=== block 1 ===
===== config.mk =====
export PLATFORM = sky130hd
export DESIGN_NAME = reset_sequencer
export DESIGN_NICKNAME = d
export VERILOG_FILES = /design/src/rtl/reset_sequencer.sv
export SDC_FILE = /design/constraint.sdc
export NUM_CORES = 1
export LEC_CHECK = 0
export CAP_MARGIN = 30
export CORE_MARGIN = 3
export CORE_UTILIZATION = 44
export DETAILED_ROUTE_END_ITERATION = 8
export DONT_BUFFER_PORTS = 1
export PLACE_DENSITY_LB_ADDON = 0.15
export SLEW_MARGIN = 40
export SYNTH_ARGS = -nofsm -noshare
export SYNTH_HDL_FRONTEND = slang
export SYNTH_SLANG_ARGS = --single-unit

===== constraint.sdc =====
create_clock -name clk -period 3 [get_ports clk]
set_input_delay 0.75 -clock clk [delete_from_list [all_inputs] [get_ports clk]]
set_output_delay 0.75 -clock clk [all_outputs]
set_load 0.02 [all_outputs]

===== src/rtl/reset_sequencer.sv =====
// Turns single-cycle short/long reset pulses into stretched, ordered resets
// for the config, link and datapath domains, with event counters and a lock-timeout flag.
module reset_sequencer #(
  parameter int SHORT_HOLD   = 16,
  parameter int LONG_HOLD    = 256,
  parameter int STAGE_GAP    = 8,
  parameter int LOCK_TIMEOUT = 65535,
  parameter int CNT_W        = 8
) (
  input  logic             clk,
  input  logic             rst,
  input  logic             short_reset,
  input  logic             long_reset,
  input  logic             pll_locked,
  input  logic             clr_counts,
  output logic             config_rst,
  output logic             link_rst,
  output logic             datapath_rst,
  output logic             busy,
  output logic             lock_err,
  output logic [CNT_W-1:0] short_count,
  output logic [CNT_W-1:0] long_count
);

  localparam int MAX_A    = (LONG_HOLD > LOCK_TIMEOUT) ? LONG_HOLD : LOCK_TIMEOUT;
  localparam int MAX_B    = (SHORT_HOLD > STAGE_GAP) ? SHORT_HOLD : STAGE_GAP;
  localparam int MAX_LOAD = (MAX_A > MAX_B) ? MAX_A : MAX_B;
  localparam int TW       = (MAX_LOAD > 1) ? $clog2(MAX_LOAD) : 1;

  localparam logic [TW-1:0] SHORT_LOAD = TW'(SHORT_HOLD - 1);
  localparam logic [TW-1:0] LONG_LOAD  = TW'(LONG_HOLD - 1);
  localparam logic [TW-1:0] GAP_LOAD   = TW'(STAGE_GAP - 1);
  localparam logic [TW-1:0] LOCK_LOAD  = TW'(LOCK_TIMEOUT - 1);

  typedef enum logic [5:0] {
    S_IDLE     = 6'b000001,
    S_SHOLD    = 6'b000010,
    S_LHOLD    = 6'b000100,
    S_LOCKWAIT = 6'b001000,
    S_RELLINK  = 6'b010000,
    S_RELDP    = 6'b100000
  } state_t;

  state_t        state;
  logic [TW-1:0] cnt;
  logic          cnt_zero;
  logic          lock_timeout;
  logic          short_acc;

  assign cnt_zero     = (cnt == '0);
  assign short_acc    = short_reset & ~long_reset;
  assign lock_timeout = ~rst & ~long_reset & (state == S_LOCKWAIT) & ~pll_locked & cnt_zero;

  // Output pattern {config_rst, link_rst, datapath_rst, busy} while in a state.
  function automatic logic [3:0] outs_for(input state_t s);
    logic [3:0] o;
    o = 4'b1111;
    case (s)
      S_IDLE:     o = 4'b0000;
      S_SHOLD:    o = 4'b0011;
      S_LHOLD:    o = 4'b1111;
      S_LOCKWAIT: o = 4'b0111;
      S_RELLINK:  o = 4'b0111;
      S_RELDP:    o = 4'b0011;
      default:    o = 4'b1111;
    endcase
    return o;
  endfunction

  always_ff @(posedge clk) begin
    if (rst || long_reset) begin
      state <= S_LHOLD;
      cnt   <= LONG_LOAD;
      {config_rst, link_rst, datapath_rst, busy} <= outs_for(S_LHOLD);
    end else begin
      case (state)
        S_IDLE: begin
          if (short_reset) begin
            state <= S_SHOLD;
            cnt   <= SHORT_LOAD;
            {config_rst, link_rst, datapath_rst, busy} <= outs_for(S_SHOLD);
          end
        end
        S_SHOLD: begin
          if (short_reset) begin
            cnt <= SHORT_LOAD;
          end else if (cnt_zero) begin
            state <= S_IDLE;
            {config_rst, link_rst, datapath_rst, busy} <= outs_for(S_IDLE);
          end else begin
            cnt <= cnt - 1'b1;
          end
        end
        S_LHOLD: begin
          if (cnt_zero) begin
            state <= S_LOCKWAIT;
            cnt   <= LOCK_LOAD;
            {config_rst, link_rst, datapath_rst, busy} <= outs_for(S_LOCKWAIT);
          end else begin
            cnt <= cnt - 1'b1;
          end
        end
        S_LOCKWAIT: begin
          // A timeout proceeds exactly as a lock would; lock_err records it.
          if (pll_locked || cnt_zero) begin
            state <= S_RELLINK;
            cnt   <= GAP_LOAD;
            {config_rst, link_rst, datapath_rst, busy} <= outs_for(S_RELLINK);
          end else begin
            cnt <= cnt - 1'b1;
          end
        end
        S_RELLINK: begin
          if (cnt_zero) begin
            state <= S_RELDP;
            cnt   <= GAP_LOAD;
            {config_rst, link_rst, datapath_rst, busy} <= outs_for(S_RELDP);
          end else begin
            cnt <= cnt - 1'b1;
          end
        end
        S_RELDP: begin
          if (cnt_zero) begin
            state <= S_IDLE;
            {config_rst, link_rst, datapath_rst, busy} <= outs_for(S_IDLE);
          end else begin
            cnt <= cnt - 1'b1;
          end
        end
        default: begin
          state <= S_LHOLD;
          cnt   <= LONG_LOAD;
          {config_rst, link_rst, datapath_rst, busy} <= outs_for(S_LHOLD);
        end
      endcase
    end
  end

  // Counters saturate; an event coinciding with a clear leaves the count at 1.
  always_ff @(posedge clk) begin
    if (rst) begin
      short_count <= '0;
      long_count  <= '0;
      lock_err    <= 1'b0;
    end else begin
      if (clr_counts) begin
        short_count <= short_acc ? CNT_W'(1) : '0;
        long_count  <= long_reset ? CNT_W'(1) : '0;
      end else begin
        if (short_acc && (short_count != '1)) short_count <= short_count + 1'b1;
        if (long_reset && (long_count != '1)) long_count <= long_count + 1'b1;
      end
      if (lock_timeout) lock_err <= 1'b1;
      else if (clr_counts) lock_err <= 1'b0;
    end
  end

endmodule


Figure 1. Placement density heat map (block 1).
The bar under the picture is 20 um long. The die is cut into 8 by 8 equal tiles; dark blue is low, red is high, 0 to 100% covered.
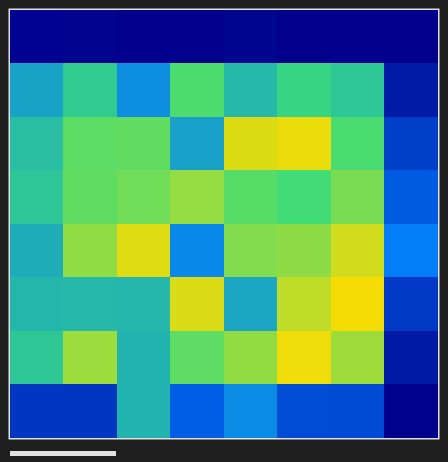
nearly empty tiles = 14%
emptiest ninth of the die = top right
mean over tiles = 38%
fullest tile = 74%
Core Footprint: 5240 um2
Initial Util: 0.468
core occupancy in the finished layout: 0.490

==> GITHUB_STEP_SUMMARY <==
## PnR job results

| Metric | Value |
|---|---|
| Status | finished, final reports clean |
| Setup crit start | cnt[7] |
| Hold Fails Final Rpt | 0 |
| Hold_buf cts | 0 |
| Clk Latency, worst-skew pair | approximately 0.30 ns |
| Post-synth regs | about 42 |
| Post-Syn Instances | approximately 300 |
| Top cell area share | 0.343 |
| Max-slew headroom | 0.653 |
| Required time of the critical path | between 3 and 4 ns |
| Post_cts resized | 0 |
| Worst slew pin tran | approximately 0.52 ns |
| # Post-CTS Setup Buffers | 0 |
| Register area share after synthesis | 0.343 |
| Port Buffer Count | 0 |
| OpenROAD warning count | 28 |
| Slowest-stage cell, CP | dfxtp_1 |
| Fin crit period | between 2 and 2.5 ns |
| Die H | approximately 81 um |
| Power per cell area | 413 nW/um2 |
| Gr ovfl total | 0 |
| Chip Area, Yosys | ~2500 um2 |
| Clk pwr share | 0.428 |
| Clk tree area frac | 0.0429 |
| Number of well taps | about 70 |
| Commonest Layout Cell | dfxtp_1 |
| Int Power | about 0.0008 W |
| Fin Hold WS | ~0.47 ns |
| DP Wirelength | around 4100 um |
| Global Route Usage Sum | 0.184 |
| Worst setup path end | cnt[0] |
| Leakage | between 0.8 and 0.9 nW |
| Comb/total area | 0.582 |
| Diode count | 0 |
| Total power | around 0.0011 W |
| CTS clk-pin slew, worst paths | about 0.090 ns |
| Worst-path cell chain | nor4_4 -> and4b_4 -> and2_1 -> inv_2 -> ha_1 -> nor2_1 -> a21oi_1 -> o2111a_1 -> o21ai_1 |
| Crit. End Element | register |
| Final setup violation count | 0 |
| Synth area leaders | dfxtp_1 34%, nand2_1 5.1%, nor2_1 4.6% |
| DRT Pass-1 Iters | 4 |
| Dominant comb cell | simple AND/OR/NAND/NOR gates |
| Sw Pwr | 0.000236 W |
| Fraction of standard cell area that is sequential | 0.328 |
| Worst R2R Path Depth | 9 |
==> power groups by stage <==
stage	Combinational (W)	Clock, W	Sequential, W
5_1_grt	0.0000419	0.000486	0.000570
3_3_place_gp	0.0000362	0	0.000582
3_5_place_dp	0.0000368	0	0.000582
6_report	0.0000363	0.000453	0.000569
4_1_cts	0.0000369	0.000464	0.000569
2_1_floorplan	0.0000306	0	0.000581
==> routing by layer <==
metal  part of all wire  vias up  track usage
li1                   -     1067            -
met1               0.49      991        0.250
met2               0.45       54        0.295
met3              0.060        4       0.0426
met4             0.0072        0       0.0456
met5                  0        -            0

=== block 2 ===
==> src/rtl/reg_file_bank_if.sv <==
// Bus bundle for reg_file_bank: one write port, two read ports, clear request and busy flag.
interface reg_file_bank_if #(
  parameter int WIDTH  = 16,
  parameter int ADDR_W = 4
);
  logic              wr_en;
  logic [ADDR_W-1:0] wr_addr;
  logic [WIDTH-1:0]  wr_data;
  logic [ADDR_W-1:0] rd_addr_a;
  logic [WIDTH-1:0]  rd_data_a;
  logic [ADDR_W-1:0] rd_addr_b;
  logic [WIDTH-1:0]  rd_data_b;
  logic              clear;
  logic              busy;

  modport slave (
    input  wr_en, wr_addr, wr_data, rd_addr_a, rd_addr_b, clear,
    output rd_data_a, rd_data_b, busy
  );

  modport master (
    output wr_en, wr_addr, wr_data, rd_addr_a, rd_addr_b, clear,
    input  rd_data_a, rd_data_b, busy
  );
endinterface

==> src/rtl/reg_file_bank.sv <==
// Register file, 1 write / 2 registered read ports, with a DEPTH-edge zeroing sweep on clear/reset.
// Optional macro REG_FILE_BANK_BYPASS_EN forwards same-edge write data to matching read ports.
module reg_file_bank #(
  parameter int WIDTH  = 16,
  parameter int ADDR_W = 4,
  parameter int DEPTH  = 16
) (
  input  logic           clk,
  input  logic           reset,
  reg_file_bank_if.slave bus
);

  typedef enum logic {IDLE = 1'b0, SWEEP = 1'b1} state_t;

  logic [WIDTH-1:0]  mem [DEPTH];
  state_t            state_q, state_d;
  logic [ADDR_W-1:0] idx_q, idx_d;
  logic              busy_q, busy_d;
  logic [WIDTH-1:0]  rd_a_q, rd_a_d;
  logic [WIDTH-1:0]  rd_b_q, rd_b_d;

  logic              wr_ok;
  logic              mem_we;
  logic [ADDR_W-1:0] mem_waddr;
  logic [WIDTH-1:0]  mem_wdata;

  assign wr_ok = (state_q == IDLE) && bus.wr_en && !bus.clear;

  always_comb begin
    state_d   = state_q;
    idx_d     = idx_q;
    busy_d    = busy_q;
    rd_a_d    = mem[bus.rd_addr_a];
    rd_b_d    = mem[bus.rd_addr_b];
    mem_waddr = bus.wr_addr;
    mem_wdata = bus.wr_data;
    if (state_q == SWEEP) begin
      rd_a_d    = '0;
      rd_b_d    = '0;
      mem_waddr = idx_q;
      mem_wdata = '0;
      idx_d     = idx_q + 1'b1;
      // The last address ends the sweep; the index is not allowed to wrap into a second pass.
      if (idx_q == ADDR_W'(DEPTH - 1)) begin
        state_d = IDLE;
        busy_d  = 1'b0;
        idx_d   = '0;
      end
    end else begin
`ifdef REG_FILE_BANK_BYPASS_EN
      if (wr_ok && (bus.rd_addr_a == bus.wr_addr)) rd_a_d = bus.wr_data;
      if (wr_ok && (bus.rd_addr_b == bus.wr_addr)) rd_b_d = bus.wr_data;
`else
`endif
      if (bus.clear) begin
        state_d = SWEEP;
        busy_d  = 1'b1;
        idx_d   = '0;
      end
    end
  end

  // Gating on reset keeps a write coinciding with reset assertion from landing.
  assign mem_we = !reset && ((state_q == SWEEP) || wr_ok);

  always_ff @(posedge clk) begin
    if (mem_we) mem[mem_waddr] <= mem_wdata;
  end

  always_ff @(posedge clk or posedge reset) begin
    if (reset) begin
      state_q <= SWEEP;
      idx_q   <= '0;
      busy_q  <= 1'b1;
      rd_a_q  <= '0;
      rd_b_q  <= '0;
    end else begin
      state_q <= state_d;
      idx_q   <= idx_d;
      busy_q  <= busy_d;
      rd_a_q  <= rd_a_d;
      rd_b_q  <= rd_b_d;
    end
  end

  assign bus.rd_data_a = rd_a_q;
  assign bus.rd_data_b = rd_b_q;
  assign bus.busy      = busy_q;

endmodule

==> src/flat_wrapper.sv <==
// flat-port wrapper written by rule: the top's interface ports become plain ports
module reg_file_bank_flat 
#(
  parameter int WIDTH  = 16,
  parameter int ADDR_W = 4,
  parameter int DEPTH  = 16
)
  (clk, reset, bus_wr_en, bus_wr_addr, bus_wr_data, bus_rd_addr_a, bus_rd_addr_b, bus_clear, bus_rd_data_a, bus_rd_data_b, bus_busy);
  reg_file_bank_if #(.WIDTH(WIDTH), .ADDR_W(ADDR_W)) bus_i ();
  input  logic clk;
  input  logic reset;
  input wire logic [$bits(bus_i.wr_en)-1:0] bus_wr_en;
  input wire logic [$bits(bus_i.wr_addr)-1:0] bus_wr_addr;
  input wire logic [$bits(bus_i.wr_data)-1:0] bus_wr_data;
  input wire logic [$bits(bus_i.rd_addr_a)-1:0] bus_rd_addr_a;
  input wire logic [$bits(bus_i.rd_addr_b)-1:0] bus_rd_addr_b;
  input wire logic [$bits(bus_i.clear)-1:0] bus_clear;
  output wire logic [$bits(bus_i.rd_data_a)-1:0] bus_rd_data_a;
  output wire logic [$bits(bus_i.rd_data_b)-1:0] bus_rd_data_b;
  output wire logic [$bits(bus_i.busy)-1:0] bus_busy;
  assign bus_i.wr_en = bus_wr_en;
  assign bus_i.wr_addr = bus_wr_addr;
  assign bus_i.wr_data = bus_wr_data;
  assign bus_i.rd_addr_a = bus_rd_addr_a;
  assign bus_i.rd_addr_b = bus_rd_addr_b;
  assign bus_i.clear = bus_clear;
  assign bus_rd_data_a = bus_i.rd_data_a;
  assign bus_rd_data_b = bus_i.rd_data_b;
  assign bus_busy = bus_i.busy;
  reg_file_bank #(.WIDTH(WIDTH), .ADDR_W(ADDR_W), .DEPTH(DEPTH)) u_core (.clk(clk), .reset(reset), .bus(bus_i));
endmodule
==> config.mk <==
export PLATFORM = sky130hd
export DESIGN_NAME = reg_file_bank_flat
export DESIGN_NICKNAME = d
export VERILOG_FILES = /design/src/rtl/reg_file_bank_if.sv /design/src/rtl/reg_file_bank.sv /design/src/flat_wrapper.sv
export SDC_FILE = /design/constraint.sdc
export NUM_CORES = 1
export LEC_CHECK = 0
export ABC_AREA = 0
export CORE_ASPECT_RATIO = 1.75
export CORE_MARGIN = 1
export CORE_UTILIZATION = 65
export CTS_BUF_LIST = sky130_fd_sc_hd__clkbuf_8
export CTS_CLUSTER_DIAMETER = 30
export DETAILED_ROUTE_END_ITERATION = 8
export PLACE_DENSITY = 0.85
export RECOVER_POWER = 25
export SLEW_MARGIN = 15
export SYNTH_ARGS = -nofsm -noshare
export SYNTH_HDL_FRONTEND = slang
export SYNTH_SLANG_ARGS = --single-unit
==> constraint.sdc <==
create_clock -name clk -period 4.9 [get_ports clk]
set_input_delay 0.735 -clock clk [delete_from_list [all_inputs] [get_ports clk]]
set_output_delay 0.735 -clock clk [all_outputs]
set_load 0.02 [all_outputs]
Figure 2. Wiring heat map (block 2).
The bar under the picture is 20 um long. The die is cut into 22 by 38 equal tiles; dark blue is low, red is high, scaled to the fullest tile. Values are wire area over tile area, all layers added.
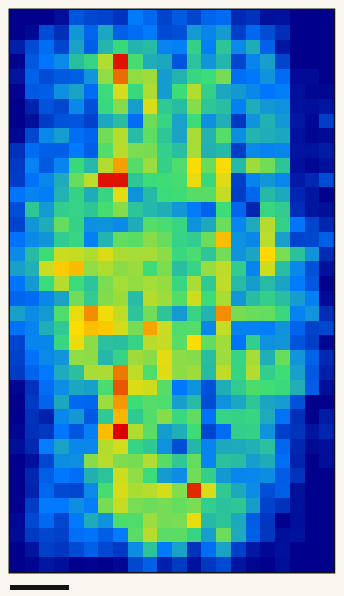
nearly empty tiles = 8.5%
tiles over half the peak = 26%
mean over tiles = 0.29
fullest tile = 0.84
densest ninth of the die = middle
vias: 8376
average wire per standard cell: 30.8 um
Global Route Usage Sum: 0.340
routed wire length: 35100 um

Figure 3. Congestion heat map (block 2).
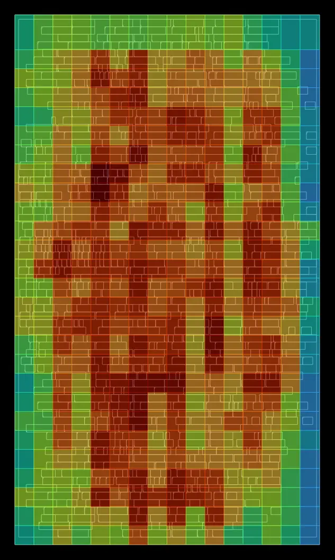
core occupancy in the finished layout: 0.740
global route hottest layer: met2

==> GITHUB_STEP_SUMMARY <==
## PnR job results

| Metric | Value |
|---|---|
| Status | finished, violations left |
| Failing checks | max-capacitance violations, max-slew violations |
| CP max FO | about 44 |
| Startpoint Class | register |
| H-tree levels | 2 |
| Max-cap viol count | 2 |
| First-pass GRT wire length | around 52000 um |
| DRT Pass-1 Iters | 8 |
| Comb gate area | approximately 4400 um2 |
| Core Footprint | between 20000 and 25000 um2 |
| Sw Pwr | about 0.0018 W |
| Setup crit start | u_core.state_q |
| Commonest Layout Cell | edfxtp_1 |
| Fin. max-slew vios | 84 |
| Vias per inst | between 7 and 8 |
| Worst-path cell chain | mux2_2 -> nand2_1 -> nor2_1 -> buf_4 |
Figure 4. Sizing map (block 2).
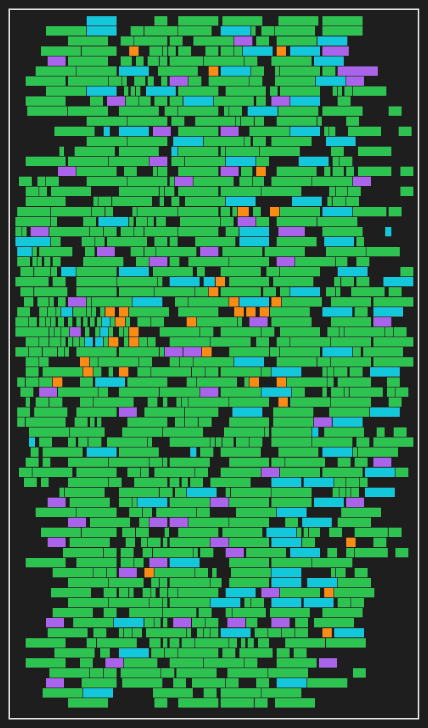
orange -> _3 and _4 cells  # cells 32, share 3.6%, most used buf_4
purple -> _6 and larger  # cells 53, share 5.9%, most used clkbuf_8
green -> _0 and _1 cells  # cells 718, share 80%, most used edfxtp_1
cyan -> _2 cells  # cells 89, share 10%, most used mux4_2
Finished Cell Area: 15000 um2
worst setup margin: 1.26 ns
number of non-clock buffers: 93
Area growth, synth to finish: 12.0%

-- registers in the layout, indices dropped and copies added (netlist names) --
name	cells
u_core.mem	256
u_core.bus.rd_data_a	16
u_core.bus.rd_data_b	16
u_core.idx_q	4
u_core.bus.busy	1
u_core.state_q	1
-- tightest hold or removal path: stages, from the launching register on --
cell and delay (ns):
dfstp_2 0.38, nand2_1 0.06, a21oi_1 0.06
-- metal layers --
metal  wire, um  vias up  GRT usage
li1           -     3327          -
met1      11300     4209      0.399
met2      17900      667      0.563
met3       3620      173     0.0723
met4       2340        0      0.236
met5          0        -          0

=== block 3 ===
===== src/rtl/load_use_hazard_ctrl.sv =====
// Load-use hazard controller: stalls PC/IF-ID and bubbles ID/EX until a load's data is forwardable.
// Hazard/flush outputs are combinational in the same cycle; an age pipe tracks loads that have left EX.
module load_use_hazard_ctrl #(
  parameter int REG_ADDR_W    = 5,
  parameter int LOAD_LATENCY  = 1,
  parameter int ZERO_REG_SAFE = 1,
  parameter int CNT_W         = 16
) (
  input  logic                  clk,
  input  logic                  rst_n,
  input  logic                  EX_MemRead,
  input  logic [REG_ADDR_W-1:0] EX_rt,
  input  logic [REG_ADDR_W-1:0] ID_rs,
  input  logic [REG_ADDR_W-1:0] ID_rt,
  input  logic                  ID_uses_rs,
  input  logic                  ID_uses_rt,
  input  logic                  flush_req,
  input  logic                  cnt_clear,
  output logic                  pc_write,
  output logic                  IFID_write,
  output logic                  IFID_flush,
  output logic                  nop_control,
  output logic [CNT_W-1:0]      stall_count
);

  localparam logic [CNT_W-1:0] CNT_MAX = '1;

  logic             zero_safe;
  logic             ex_ld_vld;
  logic             pend_hit_rs;
  logic             pend_hit_rt;
  logic             rs_hit;
  logic             rt_hit;
  logic             hazard;
  logic [CNT_W-1:0] cnt_q;
  logic [CNT_W-1:0] cnt_d;

  assign zero_safe = (ZERO_REG_SAFE != 0);
  assign ex_ld_vld = EX_MemRead & ~(zero_safe & (EX_rt == '0));

  generate
    if (LOAD_LATENCY > 1) begin : g_pend
      localparam int PD = LOAD_LATENCY - 1;
      logic [PD:1]           pend_v_q;
      logic [REG_ADDR_W-1:0] pend_rd_q [PD:1];

      // The age pipe shifts every cycle regardless of stall, so a load's age is wall-clock time.
      always_ff @(posedge clk or negedge rst_n) begin
        if (!rst_n) begin
          pend_v_q <= '0;
          for (int k = 1; k <= PD; k++) pend_rd_q[k] <= '0;
        end else begin
          pend_v_q[1]  <= ex_ld_vld;
          pend_rd_q[1] <= EX_rt;
          for (int k = 2; k <= PD; k++) begin
            pend_v_q[k]  <= pend_v_q[k-1];
            pend_rd_q[k] <= pend_rd_q[k-1];
          end
        end
      end

      always_comb begin
        pend_hit_rs = 1'b0;
        pend_hit_rt = 1'b0;
        for (int k = 1; k <= PD; k++) begin
          if (pend_v_q[k] && (pend_rd_q[k] == ID_rs)) pend_hit_rs = 1'b1;
          if (pend_v_q[k] && (pend_rd_q[k] == ID_rt)) pend_hit_rt = 1'b1;
        end
      end
    end else begin : g_no_pend
      assign pend_hit_rs = 1'b0;
      assign pend_hit_rt = 1'b0;
    end
  endgenerate

  assign rs_hit = ((ID_rs != '0) | ~zero_safe) & ((EX_MemRead & (EX_rt == ID_rs)) | pend_hit_rs);
  assign rt_hit = ((ID_rt != '0) | ~zero_safe) & ((EX_MemRead & (EX_rt == ID_rt)) | pend_hit_rt);
  assign hazard = (ID_uses_rs & rs_hit) | (ID_uses_rt & rt_hit);

  always_comb begin
    pc_write    = 1'b1;
    IFID_write  = 1'b1;
    IFID_flush  = 1'b0;
    nop_control = 1'b0;
    if (flush_req) begin
      IFID_flush  = 1'b1;
      nop_control = 1'b1;
    end else if (hazard) begin
      pc_write    = 1'b0;
      IFID_write  = 1'b0;
      nop_control = 1'b1;
    end
  end

  always_comb begin
    cnt_d = cnt_q;
    if (cnt_clear) begin
      cnt_d = '0;
    end else if (hazard && !flush_req && (cnt_q != CNT_MAX)) begin
      cnt_d = cnt_q + CNT_W'(1);
    end
  end

  always_ff @(posedge clk or negedge rst_n) begin
    if (!rst_n) cnt_q <= '0;
    else        cnt_q <= cnt_d;
  end

  assign stall_count = cnt_q;

endmodule

===== config.mk =====
export PLATFORM = sky130hd
export DESIGN_NAME = load_use_hazard_ctrl
export DESIGN_NICKNAME = d
export VERILOG_FILES = /design/src/rtl/load_use_hazard_ctrl.sv
export SDC_FILE = /design/constraint.sdc
export NUM_CORES = 1
export LEC_CHECK = 0
export CORE_ASPECT_RATIO = 0.7
export CORE_MARGIN = 4
export CORE_UTILIZATION = 55
export DETAILED_ROUTE_END_ITERATION = 6
export DONT_BUFFER_PORTS = 1
export GPL_ROUTABILITY_DRIVEN = 0
export GPL_TIMING_DRIVEN = 1
export PLACE_DENSITY_LB_ADDON = 0.05
export SLEW_MARGIN = 20
export SYNTH_ARGS = -nofsm -noshare
export SYNTH_HDL_FRONTEND = slang
export SYNTH_SLANG_ARGS = --single-unit

===== constraint.sdc =====
create_clock -name clk -period 3.1 [get_ports clk]
set_input_delay 0.93 -clock clk [delete_from_list [all_inputs] [get_ports clk]]
set_output_delay 0.93 -clock clk [all_outputs]
set_load 0.01 [all_outputs]

==> GITHUB_STEP_SUMMARY <==
## PnR job results

| Metric | Value |
|---|---|
| Hold Fails Final Rpt | 0 |
| Routed wire length | between 2000 and 2500 um |
| Root Driver | clkbuf_4 |
| Compound-Gate Fraction of Synth Area | 0.160 |
| Top Consumer | sequential cells |
| Wl on met1 | 1090 um |
| OpenROAD warning count | 26 |
| Status | finished, final reports clean |
| Max-slew headroom | 0.652 |
| Post-Syn Instances | roughly 130 |
| Global route hottest layer | met2 |
| Post-synth regs | 16 |
| Clk tree area frac | 0.0312 |
| Crit. End Element | output port |
| EDFF count, synth | 0 |
| VDD IR max | 296 uV |
| DR top layer | met4 |
| Adder share | 0.0112 |
| Inverters | 11 |
| Vias per inst | a little over 6 |
| Top logic cells by instance count in the layout | 16 x dfrtp_1, 14 x nand3_1, 13 x nor2_1 |
| Fin. max-slew vios | 0 |
| Mux share | 0.0560 |
| Worst-path cell chain | or4_1 -> a21oi_1 -> nor3_1 -> or3_1 |
| R2R Setup Slk | between 0.7 and 0.8 ns |
| Flop count | 16 |
| Layout Skew | 0.0149 ns |
| Port Buffer Count | 0 |
| Core Footprint | about 1900 um2 |
[per-stage QoR]
step	hold WS (ns)	power (W)	setup slack, ns	util	cell area [um2]
2_1_floorplan	0.584	0.000237	0.00581	-	1120
3_3_place_gp	0.622	0.000235	0.103	0.597	1130
3_5_place_dp	0.630	0.000235	0.0989	0.597	1130
4_1_cts	0.310	0.000374	0.0935	0.617	1160
5_1_grt	0.282	0.000389	0.0162	0.617	1160
6_report	0.316	0.000369	0.0792	0.617	1160
Figure 5. Placement density heat map (block 3).
The bar under the picture is 20 um long. The die is cut into 6 by 5 equal tiles; dark blue is low, red is high, 0 to 100% covered.
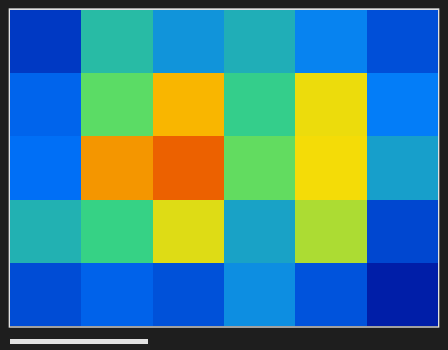
mean over tiles = 40%
fullest tile = 89%
emptiest ninth of the die = bottom right
tiles over 75% full = 10%
densest ninth of the die = middle

Figure 6. Wiring heat map (block 3).
The bar under the picture is 20 um long. The die is cut into 12 by 9 equal tiles; dark blue is low, red is high, scaled to the fullest tile. Values are wire area over tile area, all layers added.
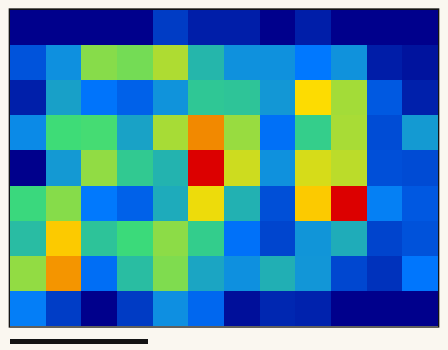
mean over tiles = 0.14
emptiest ninth of the die = bottom right
nearly empty tiles = 12%
densest ninth of the die = middle
fullest tile = 0.42
tiles over half the peak = 23%



==> notes/layouts.md <==
Pictures saved along the way, in no particular order.

Cells colored by class.
image #1
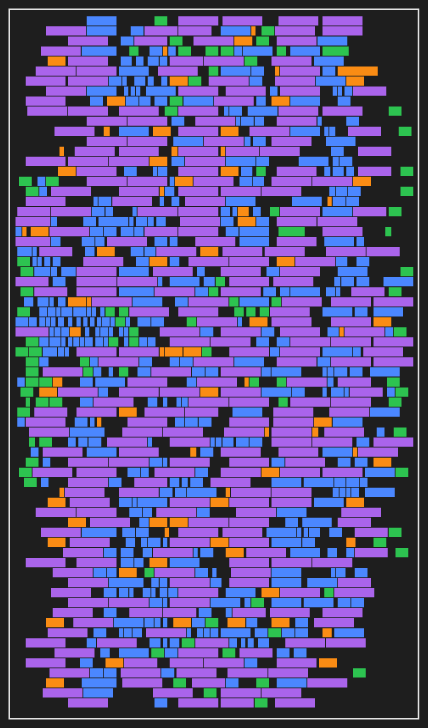
image #2
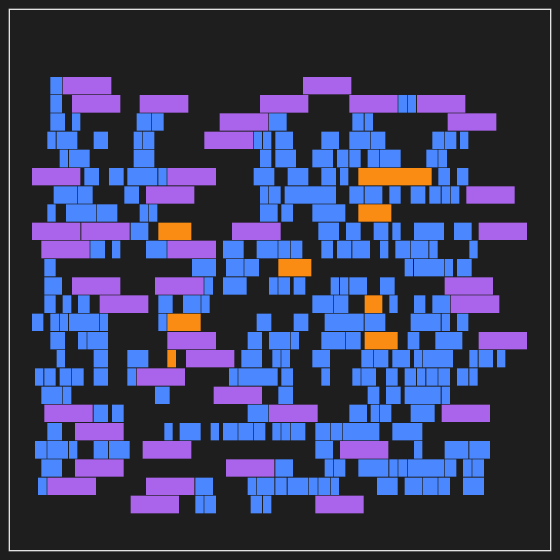
image #3
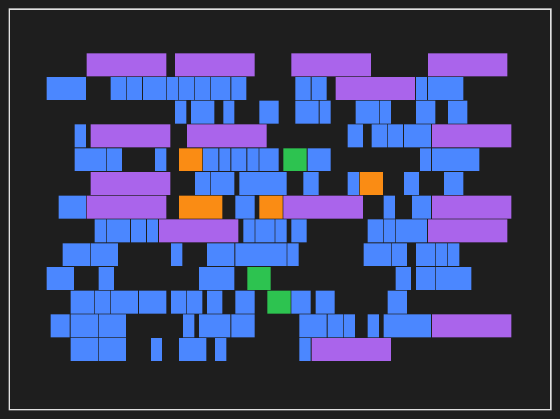
- image #3 = block 3
- image #1 = block 2
- image #2 = block 1

Power figures rest on the tool's default switching activity, not on a simulated workload.
